=== design 1 ===
### Placed cells, one colour a class, design 1

The bar under the picture is 20 um long.
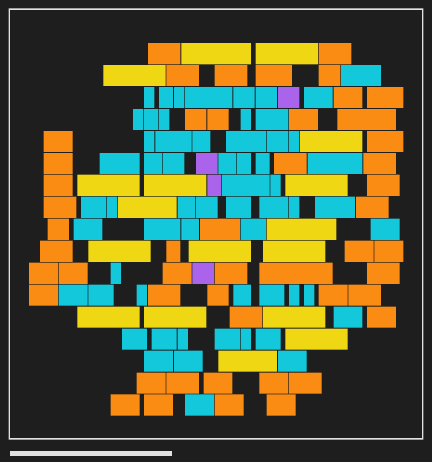

===== config.mk =====
export PLATFORM = sky130hd
export DESIGN_NAME = regfl_wr_arb
export DESIGN_NICKNAME = d
export VERILOG_FILES = /design/src/rtl/regfl_wr_arb.sv
export SDC_FILE = /design/constraint.sdc
export NUM_CORES = 1
export LEC_CHECK = 0
export CORE_AREA = 2 2 49 51
export DETAILED_ROUTE_END_ITERATION = 7
export DIE_AREA = 0 0 51 53
export GPL_TIMING_DRIVEN = 0
export PLACE_DENSITY = 0.83
export SETUP_SLACK_MARGIN = 0.3
export SKIP_CTS_REPAIR_TIMING = 1
export SLEW_MARGIN = 20
export SYNTH_ARGS = -nofsm -noshare
export SYNTH_HDL_FRONTEND = slang
export SYNTH_SLANG_ARGS = --single-unit

===== constraint.sdc =====
create_clock -name clk -period 1.3 [get_ports clk]
set_input_delay 0.39 -clock clk [delete_from_list [all_inputs] [get_ports clk]]
set_output_delay 0.39 -clock clk [all_outputs]
set_load 0.02 [all_outputs]

===== src/rtl/regfl_wr_arb.sv =====
`default_nettype none
// ============================================================================
//  Module   : regfl_wr_arb
//  Purpose  : Write-port controller for a small register file. Two requesters
//             share the single write port through a round-robin arbiter. A
//             clear sweep writes CLR_VAL to every entry after reset and
//             whenever clr_req is seen while arbitrating. The read port of the
//             register file is not touched.
//  Ports    : clk, rst          - clock (rising edge), synchronous active-high
//                                 reset
//             clr_req           - start a clear sweep (level, sampled in ARB)
//             req0/addr0/data0  - requester 0 write request, address, data
//             gnt0              - one-cycle grant, coincides with its write
//             req1/addr1/data1  - requester 1 write request, address, data
//             gnt1              - one-cycle grant for requester 1
//             wr_e/wr_addr/wr_data - register file write port
//             busy              - high while the clear sweep runs
//  Revision : 1.0 - initial release
// ============================================================================
module regfl_wr_arb #(
    parameter int             W       = 8,
    parameter int             AW      = 2,
    parameter logic [W-1:0]   CLR_VAL = '0
) (
    input  logic            clk,
    input  logic            rst,
    input  logic            clr_req,
    input  logic            req0,
    input  logic [AW-1:0]   addr0,
    input  logic [W-1:0]    data0,
    output logic            gnt0,
    input  logic            req1,
    input  logic [AW-1:0]   addr1,
    input  logic [W-1:0]    data1,
    output logic            gnt1,
    output logic            wr_e,
    output logic [AW-1:0]   wr_addr,
    output logic [W-1:0]    wr_data,
    output logic            busy
);

    localparam int            c_NREG = 2 ** AW;
    localparam logic [AW-1:0] c_LAST = AW'(c_NREG - 1);

    typedef enum logic [0:0] {
        ST_SWEEP = 1'b0,
        ST_ARB   = 1'b1
    } state_t;

    // ------------------------------------------------------------------
    // State and registered outputs
    // ------------------------------------------------------------------
    state_t          r_state;
    logic [AW-1:0]   r_cnt;
    logic            r_ptr;      // 0: requester 0 wins a tie, 1: requester 1
    logic            r_gnt0;
    logic            r_gnt1;
    logic            r_wr_e;
    logic [AW-1:0]   r_wr_addr;
    logic [W-1:0]    r_wr_data;

    // Next-state values
    state_t          w_state_nxt;
    logic [AW-1:0]   w_cnt_nxt;
    logic            w_ptr_nxt;
    logic            w_gnt0_nxt;
    logic            w_gnt1_nxt;
    logic            w_wr_e_nxt;
    logic [AW-1:0]   w_wr_addr_nxt;
    logic [W-1:0]    w_wr_data_nxt;

    // ------------------------------------------------------------------
    // Eligibility and selection
    // A requester whose grant is currently high is masked: it has not yet
    // had a cycle to drop req, so serving it again would repeat its write.
    // ------------------------------------------------------------------
    logic w_elig0;
    logic w_elig1;
    logic w_sel0;
    logic w_sel1;

    assign w_elig0 = req0 & ~r_gnt0;
    assign w_elig1 = req1 & ~r_gnt1;

    // On a tie the pointer decides; otherwise the lone eligible one wins.
    assign w_sel0  = w_elig0 & (~w_elig1 | ~r_ptr);
    assign w_sel1  = w_elig1 & (~w_elig0 |  r_ptr);

    // ------------------------------------------------------------------
    // State register
    // ------------------------------------------------------------------
    always_ff @(posedge clk) begin
        if (rst) begin
            r_state   <= ST_SWEEP;
            r_cnt     <= '0;
            r_ptr     <= 1'b0;
            r_gnt0    <= 1'b0;
            r_gnt1    <= 1'b0;
            r_wr_e    <= 1'b0;
            r_wr_addr <= '0;
            r_wr_data <= '0;
        end else begin
            r_state   <= w_state_nxt;
            r_cnt     <= w_cnt_nxt;
            r_ptr     <= w_ptr_nxt;
            r_gnt0    <= w_gnt0_nxt;
            r_gnt1    <= w_gnt1_nxt;
            r_wr_e    <= w_wr_e_nxt;
            r_wr_addr <= w_wr_addr_nxt;
            r_wr_data <= w_wr_data_nxt;
        end
    end

    // ------------------------------------------------------------------
    // Next-state and output logic
    // Grants and write enable default low so they only ever pulse for one
    // cycle; address, data and pointer hold unless a write is issued.
    // ------------------------------------------------------------------
    always_comb begin
        w_state_nxt   = r_state;
        w_cnt_nxt     = r_cnt;
        w_ptr_nxt     = r_ptr;
        w_gnt0_nxt    = 1'b0;
        w_gnt1_nxt    = 1'b0;
        w_wr_e_nxt    = 1'b0;
        w_wr_addr_nxt = r_wr_addr;
        w_wr_data_nxt = r_wr_data;

        case (r_state)
            ST_SWEEP: begin
                // One clear write per cycle; requests and clr_req are ignored.
                w_wr_e_nxt    = 1'b1;
                w_wr_addr_nxt = r_cnt;
                w_wr_data_nxt = CLR_VAL;
                if (r_cnt == c_LAST) begin
                    // The final write and the drop of busy share a cycle.
                    w_state_nxt = ST_ARB;
                    w_cnt_nxt   = '0;
                end else begin
                    w_cnt_nxt   = r_cnt + AW'(1);
                end
            end

            ST_ARB: begin
                if (clr_req) begin
                    // Nothing is granted on the edge that enters the sweep.
                    w_state_nxt = ST_SWEEP;
                    w_cnt_nxt   = '0;
                end else if (w_sel0) begin
                    w_wr_e_nxt    = 1'b1;
                    w_wr_addr_nxt = addr0;
                    w_wr_data_nxt = data0;
                    w_gnt0_nxt    = 1'b1;
                    w_ptr_nxt     = 1'b1;
                end else if (w_sel1) begin
                    w_wr_e_nxt    = 1'b1;
                    w_wr_addr_nxt = addr1;
                    w_wr_data_nxt = data1;
                    w_gnt1_nxt    = 1'b1;
                    w_ptr_nxt     = 1'b0;
                end
            end

            default: begin
                w_state_nxt = ST_SWEEP;
                w_cnt_nxt   = '0;
            end
        endcase
    end

    // ------------------------------------------------------------------
    // Outputs
    // ------------------------------------------------------------------
    assign gnt0    = r_gnt0;
    assign gnt1    = r_gnt1;
    assign wr_e    = r_wr_e;
    assign wr_addr = r_wr_addr;
    assign wr_data = r_wr_data;
    assign busy    = (r_state == ST_SWEEP);

endmodule
`default_nettype wire

=== design 2 ===
--- config.mk ---
export PLATFORM = sky130hd
export DESIGN_NAME = cycle_controller
export DESIGN_NICKNAME = d
export VERILOG_FILES = /design/src/rtl/proc_ctrl_pkg.sv /design/src/rtl/mem_wait_timer.sv /design/src/rtl/cycle_controller.sv
export SDC_FILE = /design/constraint.sdc
export NUM_CORES = 1
export LEC_CHECK = 0
export CAP_MARGIN = 20
export CORE_ASPECT_RATIO = 1.5
export CORE_MARGIN = 2
export CORE_UTILIZATION = 40
export CTS_BUF_LIST = sky130_fd_sc_hd__clkbuf_4 sky130_fd_sc_hd__clkbuf_8
export DETAILED_ROUTE_END_ITERATION = 8
export PLACE_DENSITY = 0.72
export SLEW_MARGIN = 30
export SYNTH_ARGS = -nofsm -noshare
export SYNTH_HDL_FRONTEND = slang
export SYNTH_SLANG_ARGS = --single-unit
--- constraint.sdc ---
create_clock -name clk -period 1.91 [get_ports clk]
set_clock_uncertainty 0.05 [all_clocks]
set_input_delay 0.382 -clock clk [delete_from_list [all_inputs] [get_ports clk]]
set_output_delay 0.382 -clock clk [all_outputs]
set_load 0.005 [all_outputs]
--- src/rtl/proc_ctrl_pkg.sv ---
// rtl/proc_ctrl_pkg.sv - shared encodings for the multi-cycle processor controller
package proc_ctrl_pkg;

  typedef enum logic [2:0] {
    S_IDLE   = 3'd0,
    S_FETCH  = 3'd1,
    S_DECODE = 3'd2,
    S_EXEC   = 3'd3,
    S_MEM    = 3'd4,
    S_WB     = 3'd5,
    S_EXC    = 3'd6,
    S_HALT   = 3'd7
  } state_t;

  localparam logic [5:0] OP_RTYPE = 6'h00;
  localparam logic [5:0] OP_ADDI  = 6'h08;
  localparam logic [5:0] OP_LW    = 6'h23;
  localparam logic [5:0] OP_SW    = 6'h2B;
  localparam logic [5:0] OP_BEQ   = 6'h04;
  localparam logic [5:0] OP_J     = 6'h02;
  localparam logic [5:0] OP_HALT  = 6'h3F;

  localparam logic [4:0] CAUSE_ADEL = 5'd4;
  localparam logic [4:0] CAUSE_ADES = 5'd5;
  localparam logic [4:0] CAUSE_RI   = 5'd10;
  localparam logic [4:0] CAUSE_OV   = 5'd12;

  localparam logic [1:0] PC_SEL_INC    = 2'd0;
  localparam logic [1:0] PC_SEL_BRANCH = 2'd1;
  localparam logic [1:0] PC_SEL_JUMP   = 2'd2;

  function automatic logic uses_imm(input logic [5:0] op);
    return (op == OP_ADDI) || (op == OP_LW) || (op == OP_SW);
  endfunction

endpackage

--- src/rtl/mem_wait_timer.sv ---
// rtl/mem_wait_timer.sv - counts data-memory wait cycles and flags the timeout
module mem_wait_timer #(
  parameter int MEM_TIMEOUT = 15
) (
  input  logic clk,
  input  logic reset,
  input  logic clear,
  input  logic count_en,
  output logic expired
);

  localparam logic [7:0] LAST = 8'(MEM_TIMEOUT - 1);

  logic [7:0] count;

  // expired marks the wait cycle whose increment would reach MEM_TIMEOUT
  assign expired = count_en && (count == LAST);

  always_ff @(posedge clk) begin
    if (reset || clear) begin
      count <= '0;
    end else if (count_en && !expired) begin
      count <= count + 8'd1;
    end
  end

endmodule

--- src/rtl/cycle_controller.sv ---
// rtl/cycle_controller.sv - fetch/decode/execute/memory/writeback sequencing FSM
module cycle_controller
  import proc_ctrl_pkg::*;
#(
  parameter int         MEM_TIMEOUT = 15,
  parameter logic [5:0] HALT_OPCODE = OP_HALT
) (
  input  logic       clk,
  input  logic       reset,
  input  logic       start,
  input  logic [5:0] ir_opcode,
  input  logic [5:0] ir_funct,
  input  logic       alu_zero,
  input  logic       alu_ovf,
  input  logic       mem_ready,
  output logic       ir_load,
  output logic       pc_we,
  output logic [1:0] pc_sel,
  output logic       alu_src_imm,
  output logic       rf_we,
  output logic       wb_sel,
  output logic       mem_rd,
  output logic       mem_wr,
  output logic       epc_we,
  output logic       cause_we,
  output logic [4:0] cause_code,
  output logic       signal,
  output logic [2:0] state_o
);

  state_t     state, next_state;
  logic [4:0] cause_q, cause_d;
  logic       timer_expired;
  logic       is_lw;
  logic       unused_funct;

  assign unused_funct = ^ir_funct;
  assign is_lw        = (ir_opcode == OP_LW);
  assign state_o      = state;

  mem_wait_timer #(.MEM_TIMEOUT(MEM_TIMEOUT)) u_timer (
    .clk      (clk),
    .reset    (reset),
    .clear    (state != S_MEM),
    .count_en ((state == S_MEM) && !mem_ready),
    .expired  (timer_expired)
  );

  always_ff @(posedge clk) begin
    if (reset) begin
      state   <= S_IDLE;
      cause_q <= '0;
    end else begin
      state   <= next_state;
      cause_q <= cause_d;
    end
  end

  always_comb begin
    next_state  = state;
    cause_d     = cause_q;
    ir_load     = 1'b0;
    pc_we       = 1'b0;
    pc_sel      = PC_SEL_INC;
    alu_src_imm = 1'b0;
    rf_we       = 1'b0;
    wb_sel      = 1'b0;
    mem_rd      = 1'b0;
    mem_wr      = 1'b0;
    epc_we      = 1'b0;
    cause_we    = 1'b0;
    cause_code  = '0;
    signal      = 1'b0;
    case (state)
      S_IDLE: if (start) next_state = S_FETCH;
      S_FETCH: begin
        ir_load    = 1'b1;
        pc_we      = 1'b1;
        next_state = S_DECODE;
      end
      S_DECODE: begin
        if (ir_opcode == HALT_OPCODE) begin
          next_state = S_HALT;
        end else begin
          case (ir_opcode)
            OP_RTYPE, OP_ADDI, OP_LW, OP_SW, OP_BEQ: next_state = S_EXEC;
            OP_J: begin
              pc_we      = 1'b1;
              pc_sel     = PC_SEL_JUMP;
              next_state = S_FETCH;
            end
            default: begin
              cause_d    = CAUSE_RI;
              next_state = S_EXC;
            end
          endcase
        end
      end
      S_EXEC: begin
        alu_src_imm = uses_imm(ir_opcode);
        case (ir_opcode)
          OP_RTYPE, OP_ADDI: begin
            if (alu_ovf) begin
              cause_d    = CAUSE_OV;
              next_state = S_EXC;
            end else begin
              next_state = S_WB;
            end
          end
          OP_LW, OP_SW: next_state = S_MEM;
          OP_BEQ: begin
            pc_we      = alu_zero;
            pc_sel     = PC_SEL_BRANCH;
            next_state = S_FETCH;
          end
          default: begin
            cause_d    = CAUSE_RI;
            next_state = S_EXC;
          end
        endcase
      end
      S_MEM: begin
        mem_rd = is_lw;
        mem_wr = !is_lw;
        if (mem_ready) begin
          next_state = is_lw ? S_WB : S_FETCH;
        end else if (timer_expired) begin
          cause_d    = is_lw ? CAUSE_ADEL : CAUSE_ADES;
          next_state = S_EXC;
        end
      end
      S_WB: begin
        rf_we      = 1'b1;
        wb_sel     = is_lw;
        next_state = S_FETCH;
      end
      S_EXC: begin
        epc_we     = 1'b1;
        cause_we   = 1'b1;
        cause_code = cause_q;
        next_state = S_HALT;
      end
      S_HALT: signal = 1'b1;
      default: next_state = S_IDLE;
    endcase
  end

endmodule

=== design 3 ===
File: config.mk
export PLATFORM = sky130hd
export DESIGN_NAME = uart_transmitter_flat
export DESIGN_NICKNAME = d
export VERILOG_FILES = /design/src/rtl/uart_pkg.sv /design/src/rtl/uart_transmitter_if.sv /design/src/rtl/uart_symbol_counter.sv /design/src/rtl/uart_transmitter.sv /design/src/flat_wrapper.sv
export SDC_FILE = /design/constraint.sdc
export NUM_CORES = 1
export LEC_CHECK = 0
export CAP_MARGIN = 20
export CORE_ASPECT_RATIO = 0.75
export CORE_MARGIN = 2
export CORE_UTILIZATION = 49
export DETAILED_ROUTE_END_ITERATION = 10
export PLACE_DENSITY_LB_ADDON = 0.25
export SLEW_MARGIN = 15
export SYNTH_ARGS = -nofsm -noshare
export SYNTH_HDL_FRONTEND = slang
export SYNTH_SLANG_ARGS = --single-unit
File: constraint.sdc
create_clock -name i_clock -period 2.2 [get_ports i_clock]
set_input_delay 0.55 -clock i_clock [delete_from_list [all_inputs] [get_ports i_clock]]
set_output_delay 0.55 -clock i_clock [all_outputs]
set_load 0.01 [all_outputs]
File: src/rtl/uart_pkg.sv
// Shared types and constants for the UART transmit and receive paths.
package uart_pkg;

    typedef enum logic [1:0] {
        ST_IDLE  = 2'd0,
        ST_START = 2'd1,
        ST_DATA  = 2'd2,
        ST_STOP  = 2'd3
    } uart_state_e;

    localparam int DATA_BITS     = 8;
    localparam int FRAME_SYMBOLS = 10;
    localparam int BIT_IDX_W     = $clog2(DATA_BITS);

    function automatic int cycles_per_symbol(input int clock_freq, input int baud_rate);
        return clock_freq / baud_rate;
    endfunction

    // Width clamps to 1 so a rejected CPS still yields a legal vector before the fatal check fires.
    function automatic int symbol_counter_width(input int cps);
        return (cps < 2) ? 1 : $clog2(cps);
    endfunction

endpackage

File: src/rtl/uart_transmitter_if.sv
// Byte handshake between the memory-mapped IO block (master) and the UART transmitter (slave).
interface uart_transmitter_if;

    logic [7:0] data_in;
    logic       data_in_valid;
    logic       data_in_ready;

    modport master (
        output data_in,
        output data_in_valid,
        input  data_in_ready
    );

    modport slave (
        input  data_in,
        input  data_in_valid,
        output data_in_ready
    );

endinterface

File: src/rtl/uart_symbol_counter.sv
// Free-running 0..CPS-1 symbol timer with synchronous clear and a one-cycle wrap pulse.
module uart_symbol_counter
    import uart_pkg::*;
#(
    parameter int CPS   = 16,
    parameter int WIDTH = symbol_counter_width(CPS)
) (
    input  logic i_clock,
    input  logic i_reset_n,
    input  logic i_clear,
    output logic o_wrap
);

    localparam logic [WIDTH-1:0] LAST_COUNT = WIDTH'(CPS - 1);

    generate
        if (CPS < 2) begin : g_cps_check
            $fatal(1, "uart_symbol_counter: cycles per symbol must be at least 2");
        end
    endgenerate

    logic [WIDTH-1:0] r_count;

    // Wrap is suppressed while cleared so an idle owner never sees a stray pulse.
    assign o_wrap = !i_clear && (r_count == LAST_COUNT);

    always_ff @(posedge i_clock) begin
        if (!i_reset_n) begin
            r_count <= '0;
        end else if (i_clear || o_wrap) begin
            r_count <= '0;
        end else begin
            r_count <= r_count + WIDTH'(1);
        end
    end

endmodule

File: src/rtl/uart_transmitter.sv
// 8N1 serial transmitter: one byte per ready/valid handshake, LSB first, registered line output.
//
// state    | meaning
// ST_IDLE  | line high, ready asserted, waiting for a valid byte
// ST_START | start bit (line low) for one symbol
// ST_DATA  | eight data bits from shift[0], shifting right each symbol
// ST_STOP  | stop bit (line high) for one symbol, then back to idle
module uart_transmitter
    import uart_pkg::*;
#(
    parameter int ClockFreq = 50_000_000,
    parameter int BaudRate  = 115_200
) (
    input  logic                i_clock,
    input  logic                i_reset_n,
    uart_transmitter_if.slave   s_if,
    output logic                o_sout
);

    localparam int CPS = cycles_per_symbol(ClockFreq, BaudRate);
    localparam logic [BIT_IDX_W-1:0] LAST_BIT = BIT_IDX_W'(DATA_BITS - 1);

    uart_state_e            r_state;
    uart_state_e            w_state_next;
    logic [DATA_BITS-1:0]   r_shift;
    logic [DATA_BITS-1:0]   w_shift_next;
    logic [BIT_IDX_W-1:0]   r_bit_idx;
    logic [BIT_IDX_W-1:0]   w_bit_idx_next;
    logic                   r_sout;
    logic                   w_sout_next;
    logic                   w_idle;
    logic                   w_accept;
    logic                   w_wrap;

    assign w_idle   = (r_state == ST_IDLE);
    assign w_accept = w_idle && s_if.data_in_valid;

    // Held in clear while idle, so every frame starts its first symbol from count 0.
    uart_symbol_counter #(
        .CPS (CPS)
    ) u_symbol_counter (
        .i_clock   (i_clock),
        .i_reset_n (i_reset_n),
        .i_clear   (w_idle),
        .o_wrap    (w_wrap)
    );

    always_ff @(posedge i_clock) begin
        if (!i_reset_n) begin
            r_state   <= ST_IDLE;
            r_shift   <= '0;
            r_bit_idx <= '0;
            r_sout    <= 1'b1;
        end else begin
            r_state   <= w_state_next;
            r_shift   <= w_shift_next;
            r_bit_idx <= w_bit_idx_next;
            r_sout    <= w_sout_next;
        end
    end

    always_comb begin
        w_state_next   = r_state;
        w_shift_next   = r_shift;
        w_bit_idx_next = r_bit_idx;
        w_sout_next    = 1'b1;

        case (r_state)
            ST_IDLE: begin
                if (w_accept) begin
                    w_state_next   = ST_START;
                    w_shift_next   = s_if.data_in;
                    w_bit_idx_next = '0;
                end
            end
            ST_START: begin
                if (w_wrap) begin
                    w_state_next   = ST_DATA;
                    w_bit_idx_next = '0;
                end
            end
            ST_DATA: begin
                if (w_wrap) begin
                    w_shift_next   = r_shift >> 1;
                    w_bit_idx_next = r_bit_idx + BIT_IDX_W'(1);
                    if (r_bit_idx == LAST_BIT) begin
                        w_state_next = ST_STOP;
                    end
                end
            end
            ST_STOP: begin
                if (w_wrap) begin
                    w_state_next = ST_IDLE;
                end
            end
            default: begin
                w_state_next = ST_IDLE;
            end
        endcase

        // The line level is decoded from the upcoming state so the register lands on the symbol boundary.
        case (w_state_next)
            ST_IDLE:  w_sout_next = 1'b1;
            ST_START: w_sout_next = 1'b0;
            ST_DATA:  w_sout_next = w_shift_next[0];
            ST_STOP:  w_sout_next = 1'b1;
            default:  w_sout_next = 1'b1;
        endcase
    end

    assign s_if.data_in_ready = w_idle;
    assign o_sout             = r_sout;

endmodule

File: src/flat_wrapper.sv
// flat-port wrapper written by rule: the top's interface ports become plain ports
module uart_transmitter_flat import uart_pkg::*;
#(
    parameter int ClockFreq = 50_000_000,
    parameter int BaudRate  = 115_200
)
  (i_clock, i_reset_n, o_sout, s_if_data_in, s_if_data_in_valid, s_if_data_in_ready);
  uart_transmitter_if s_if_i ();
  input  logic i_clock;
  input  logic i_reset_n;
  output logic o_sout;
  input wire logic [$bits(s_if_i.data_in)-1:0] s_if_data_in;
  input wire logic [$bits(s_if_i.data_in_valid)-1:0] s_if_data_in_valid;
  output wire logic [$bits(s_if_i.data_in_ready)-1:0] s_if_data_in_ready;
  assign s_if_i.data_in = s_if_data_in;
  assign s_if_i.data_in_valid = s_if_data_in_valid;
  assign s_if_data_in_ready = s_if_i.data_in_ready;
  uart_transmitter #(.ClockFreq(ClockFreq), .BaudRate(BaudRate)) u_core (.i_clock(i_clock), .i_reset_n(i_reset_n), .s_if(s_if_i), .o_sout(o_sout));
endmodule

==> notes/layouts.md <==
Pictures saved along the way, in no particular order.

Routing congestion.
(a)
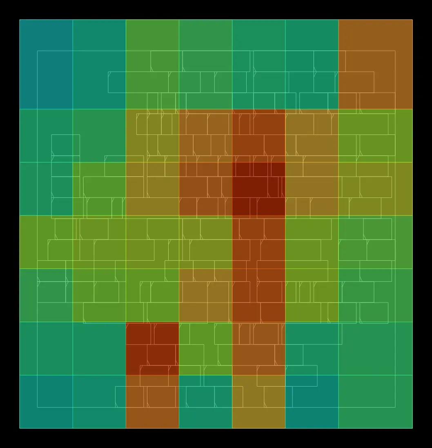
(b)
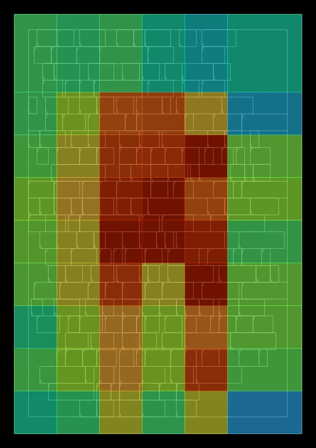
(c)
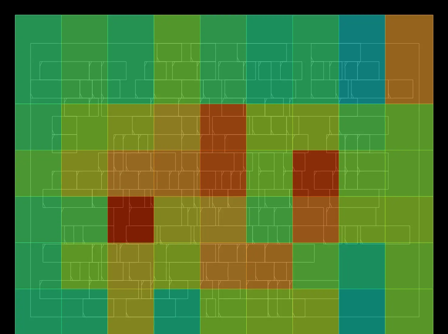
Design 3 is (c).
Design 2 is (b).
Design 1 is (a).
The one with the lowest track usage is (a).
The one with the highest track usage is (b).

### Logic cells by family, design 3

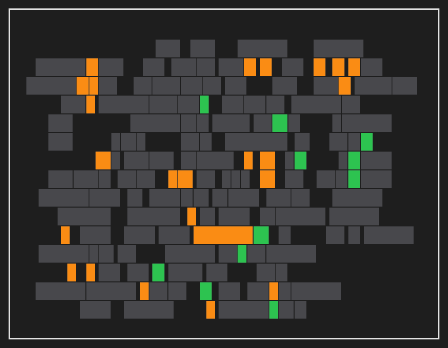
legend:
  green:
    family: NAND gates
    cells: 11
  orange:
    family: NOR gates
    cells: 24
final cell count without fillers: 193
most frequent logic cell in the layout: dfxtp_1
logic share of the area: 0.492

==> Changelog: implementation, design 3 <==
### Metrics

- Fmax: 471 MHz
- Total Power: 800 uW
- Layout clock buffers: 4
- Critical-path maximum fanout: 6
- Antenna violations before repair: 0
- Most flops, register: u_core.u_symbol_counter.r_count
- Slowest CP cell: dfxtp_2
- NumNets Final: 181
- Run status: finished, final reports clean
- Synthesized flop and latch total: 23
- Die y size: 47.8 um
- PnR worst setup slack: 0.0774 ns
- Worst slew pin tran: 0.689 ns
- I/O pin count: 13
- Compound Share, Synth: 0.196
- Tap cell count: 34
- Mean area per synthesized cell: 9.07 sq um
- DP Area: 1480 sq um
- Synth Area in XOR/XNOR: 0.0350
- CTS buffer count: 3
- Max Root-Sink Buffers: 2
- Synth top cell by count: dfxtp_1
- Post-synth EDFFs: 0
- Synth cell count leaders: dfxtp_1, nor2_1, ha_1
- Period utilisation layout: 0.965
- Cell breakdown of the critical path: inv_1 -> ha_1 -> nor2_1 -> a31oi_1 -> o21a_1 -> ha_1 -> nor2b_1 -> a311o_1
- Min-Delay Endpoint: u_core.r_bit_idx[1]
- Post-CTS setup buffers: 0
- Combinational gate area: 751 sq um
- # diodes: 0
- Late-Pin Clk Latency: 0.31 ns
- Clk slew on worst S/H paths: 0.13 ns
- Via Count: 1065
- Mux share: 0.0260
- CTS tree: built
- Final core occ: 0.646
- Maximum number of pins on one net before global-route repair: 13
- Highest routed metal layer: met4
- Buffers outside the clock class: 24
- Gpl congestion: 0.859
- Non-clock buffers, area share: 0.138
- # Max-Cap Violations: 0
==> design 3: repair_timing <==
item	4_1_cts	5_1_grt
hold buffers	0	0
gates resized	0	6
endpoints found under the setup margin	0	2
==> design 3: report_power, final <==
group	internal, mW	leakage [nW]	switching [mW]	total [mW]
clock network	0.0707	0.0150	0.123	0.194
registers	0.435	0.188	0.0114	0.446
logic	0.0809	0.398	0.0787	0.160
total	0.587	0.601	0.213	0.800
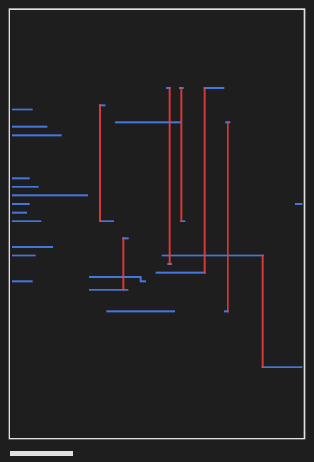
*Wiring by layer, design 2*
The bar under the picture is 10 um long. Only two layers are drawn.
legend:
  red:
    layer: met4
    wire_length: 152 um
  blue:
    layer: met3
    wire_length: 130 um

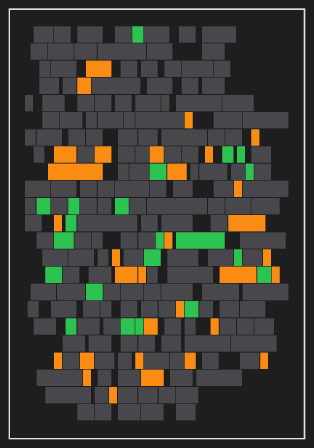
*Logic cells by family, design 2*
legend:
  green:
    family: NAND gates
    cells: 21
  orange:
    family: NOR gates
    cells: 31

==> Changelog: implementation, design 2 <==
### Metrics

- Run status: complete, but fails checks
- Failing checks: negative setup slack
- Highest routed metal layer: met4
- Antenna violations before repair: 0
- Yosys warning count: 0
- Fmax: 484 MHz
- GRT Total Usage: 0.256
- Top delay family on crit path: simple AND/OR/NAND/NOR gates
- Gpl congestion: 0.832
- Hold Path Stages: 2
- DRT Wirelength: 3.86 mm
- Net Sw Frac: 0.366
- Wire length per cell: 15.4 um
- Mux share: 0.0196
- Startpoint types: input pin
- Worst path most repeated cell: buf_6
- Core Area: 2620 sq um
- Synth-to-layout area growth: 82.6%
- Distinct cells, synth: 50
- PnR worst setup slack: -0.156 ns
- # diodes: 0
- Global-route wire length before repair: 5.88 mm
- Chip Width: 46.5 um
- Yosys Chip Area: 1080 sq um
- GR peak layer: met2
- Most frequent logic cell in the layout: buf_4
- Pint: 1.21 mW
- Compound Share, Synth: 0.179
- Endpoints failing setup: 3
- Synth cell count leaders: nor2_1, dfxtp_1, nand2_1
- Tool warnings: 35
[design 2: layout make-up]
type                            instances  area [sq um]
Tap cell                               37          46.3
Multi-Input combinational cell        106           845
Inverter                                2          7.51
Sequential cell                        15           304
Fill cell                             192           638
Timing Repair Buffer                   86           729
Clock buffer                            4          48.8
[design 2: path summary, 6_finish.rpt]
kind | from | endpoint | slack, ns
setup / recovery | ir_opcode[1] | pc_we | -0.16
hold / removal | cause_q[0] | cause_q[0] | 0.41
setup reg to reg | state_o[0] | cause_q[3] | -0.01
hold reg to reg | cause_q[0] | cause_q[0] | 0.41
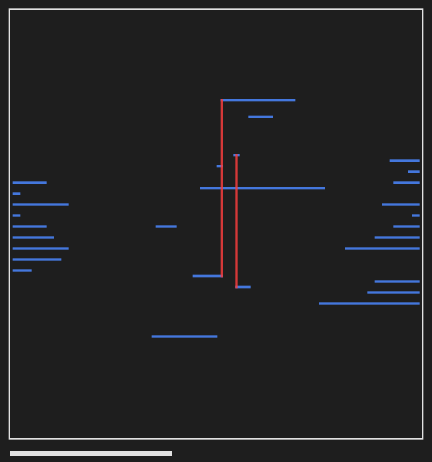
*Wiring by layer, design 1*
The bar under the picture is 20 um long. Only two layers are drawn.
legend:
  blue:
    layer: met3
    wire_length: 131 um
  red:
    layer: met4
    wire_length: 38.1 um
GRT Total Usage: 0.158
Via Count: 790

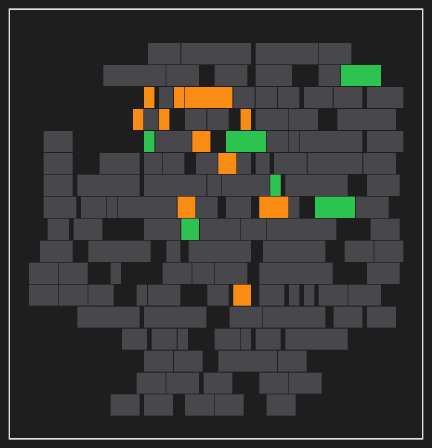
*Logic cells by family, design 1*
legend:
  green:
    family: NAND gates
    cells: 6
  orange:
    family: NOR gates
    cells: 11
    where: top middle
most frequent logic cell in the layout: clkdlybuf4s50_1
final cell count without fillers: 158

About 'Placed cells, one colour a class' of design 1:
legend:
  orange:
    class: other buffers and delay cells
    cells: 49
  yellow:
    class: flip-flops
    cells: 17
  cyan:
    class: all other logic
    cells: 60
  purple:
    class: clock drivers and dummy loads
    cells: 4
final core occ: 0.667
Core Area: 2150 sq um

==> Changelog: implementation, design 1 <==
### Metrics

- Run status: complete, but fails checks
- Failing checks: negative setup slack
- Yosys Chip Area: 813 sq um
- # diodes: 0
- Gpl congestion: 0.750
- Num rows: 17
- DRT Wirelength: 2.19 mm
- Die y size: 53 um
- GR Util met3: 0.0226
- Compound Share, Synth: 0.212
- Synth top cell by count: dfxtp_1
- Flop Count: 17
- Largest cell class: non-clock buffers
- CTS Root Cell: clkbuf_4
- # Max-Cap Violations: 0
- Antenna violations before repair: 0
- Initial Util: 0.379
- GR met1 Demand/Resource: 0.177
- PnR worst setup slack: -0.0623 ns
- Worst Path Arrival: 0.97 ns
- Period utilisation layout: 1.05
- Layout cells sized above 1: 0.446
- M2 GR Usage: 0.281
- Pre-CTS setup slack: -0.515 ns
- Wl on met1: 851 um
- # H-tree levels: 1
- Total Power: 1.28 mW
- Endpoints failing setup: 8
- Min-Delay Endpoint: wr_data[5]
- CP max stage delay: 0.39 ns
## design 1: where the power goes
part / internal [mW] / leakage (nW) / switching (mW) / total [mW]
clock network: 0.115 / 0.0177 / 0.178 / 0.293
logic: 0.234 / 0.427 / 0.164 / 0.398
registers: 0.560 / 0.145 / 0.0338 / 0.594
## design 1: through the flow
step,instances,utilization
2_1_floorplan,82,-
3_3_place_gp,147,0.579
3_5_place_dp,147,0.579
4_1_cts,151,0.592
5_1_grt,158,0.667
6_report,158,0.667
## design 1: worst max-delay path: cells and delay by family, from the launching register on
family,cells,cell delay [ns]
flops,1,0.39
buf+inv,3,0.29


==> layout pictures side by side <==
Sequential cells grouped by signal name.
shot_01.png
The bar under the picture is 20 um long. Other sequential cells in the stronger grey, the rest of the logic in the fainter grey.
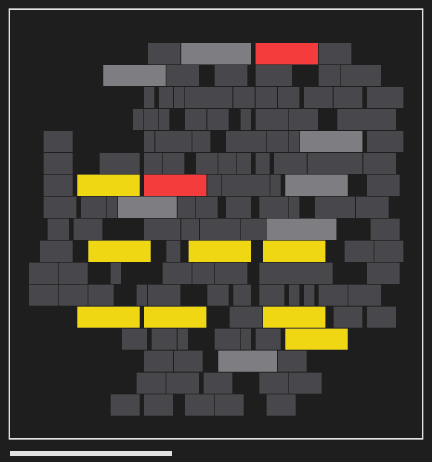
shot_02.png
The bar under the picture is 10 um long. Other cells in grey.
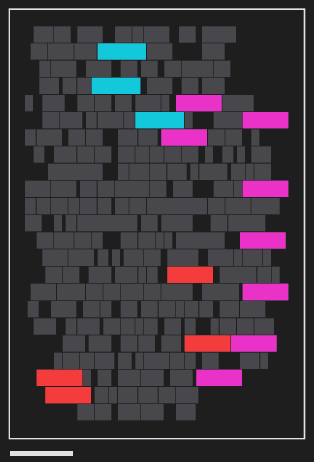
shot_03.png
The bar under the picture is 20 um long. Other sequential cells in the stronger grey, the rest of the logic in the fainter grey.
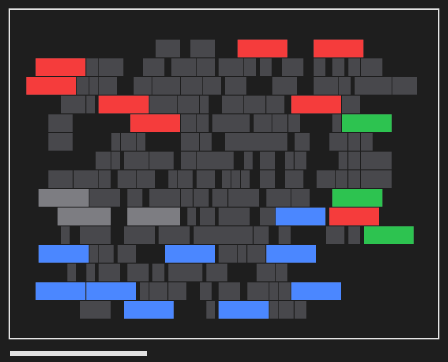
- fewest cells: shot_01.png
- most cells: shot_02.png
Design 1 is shot_01.png.
Design 2 is shot_02.png.
Design 3 is shot_03.png.

Key to shot_03.png:
legend:
  red:
    netlist_name: u_core.r_shift
    flops: 8
  blue:
    netlist_name: u_core.u_symbol_counter.r_count
    flops: 9
  green:
    netlist_name: u_core.r_bit_idx
    flops: 3
not coloured: 3

Power and IR drop assume default switching activity.
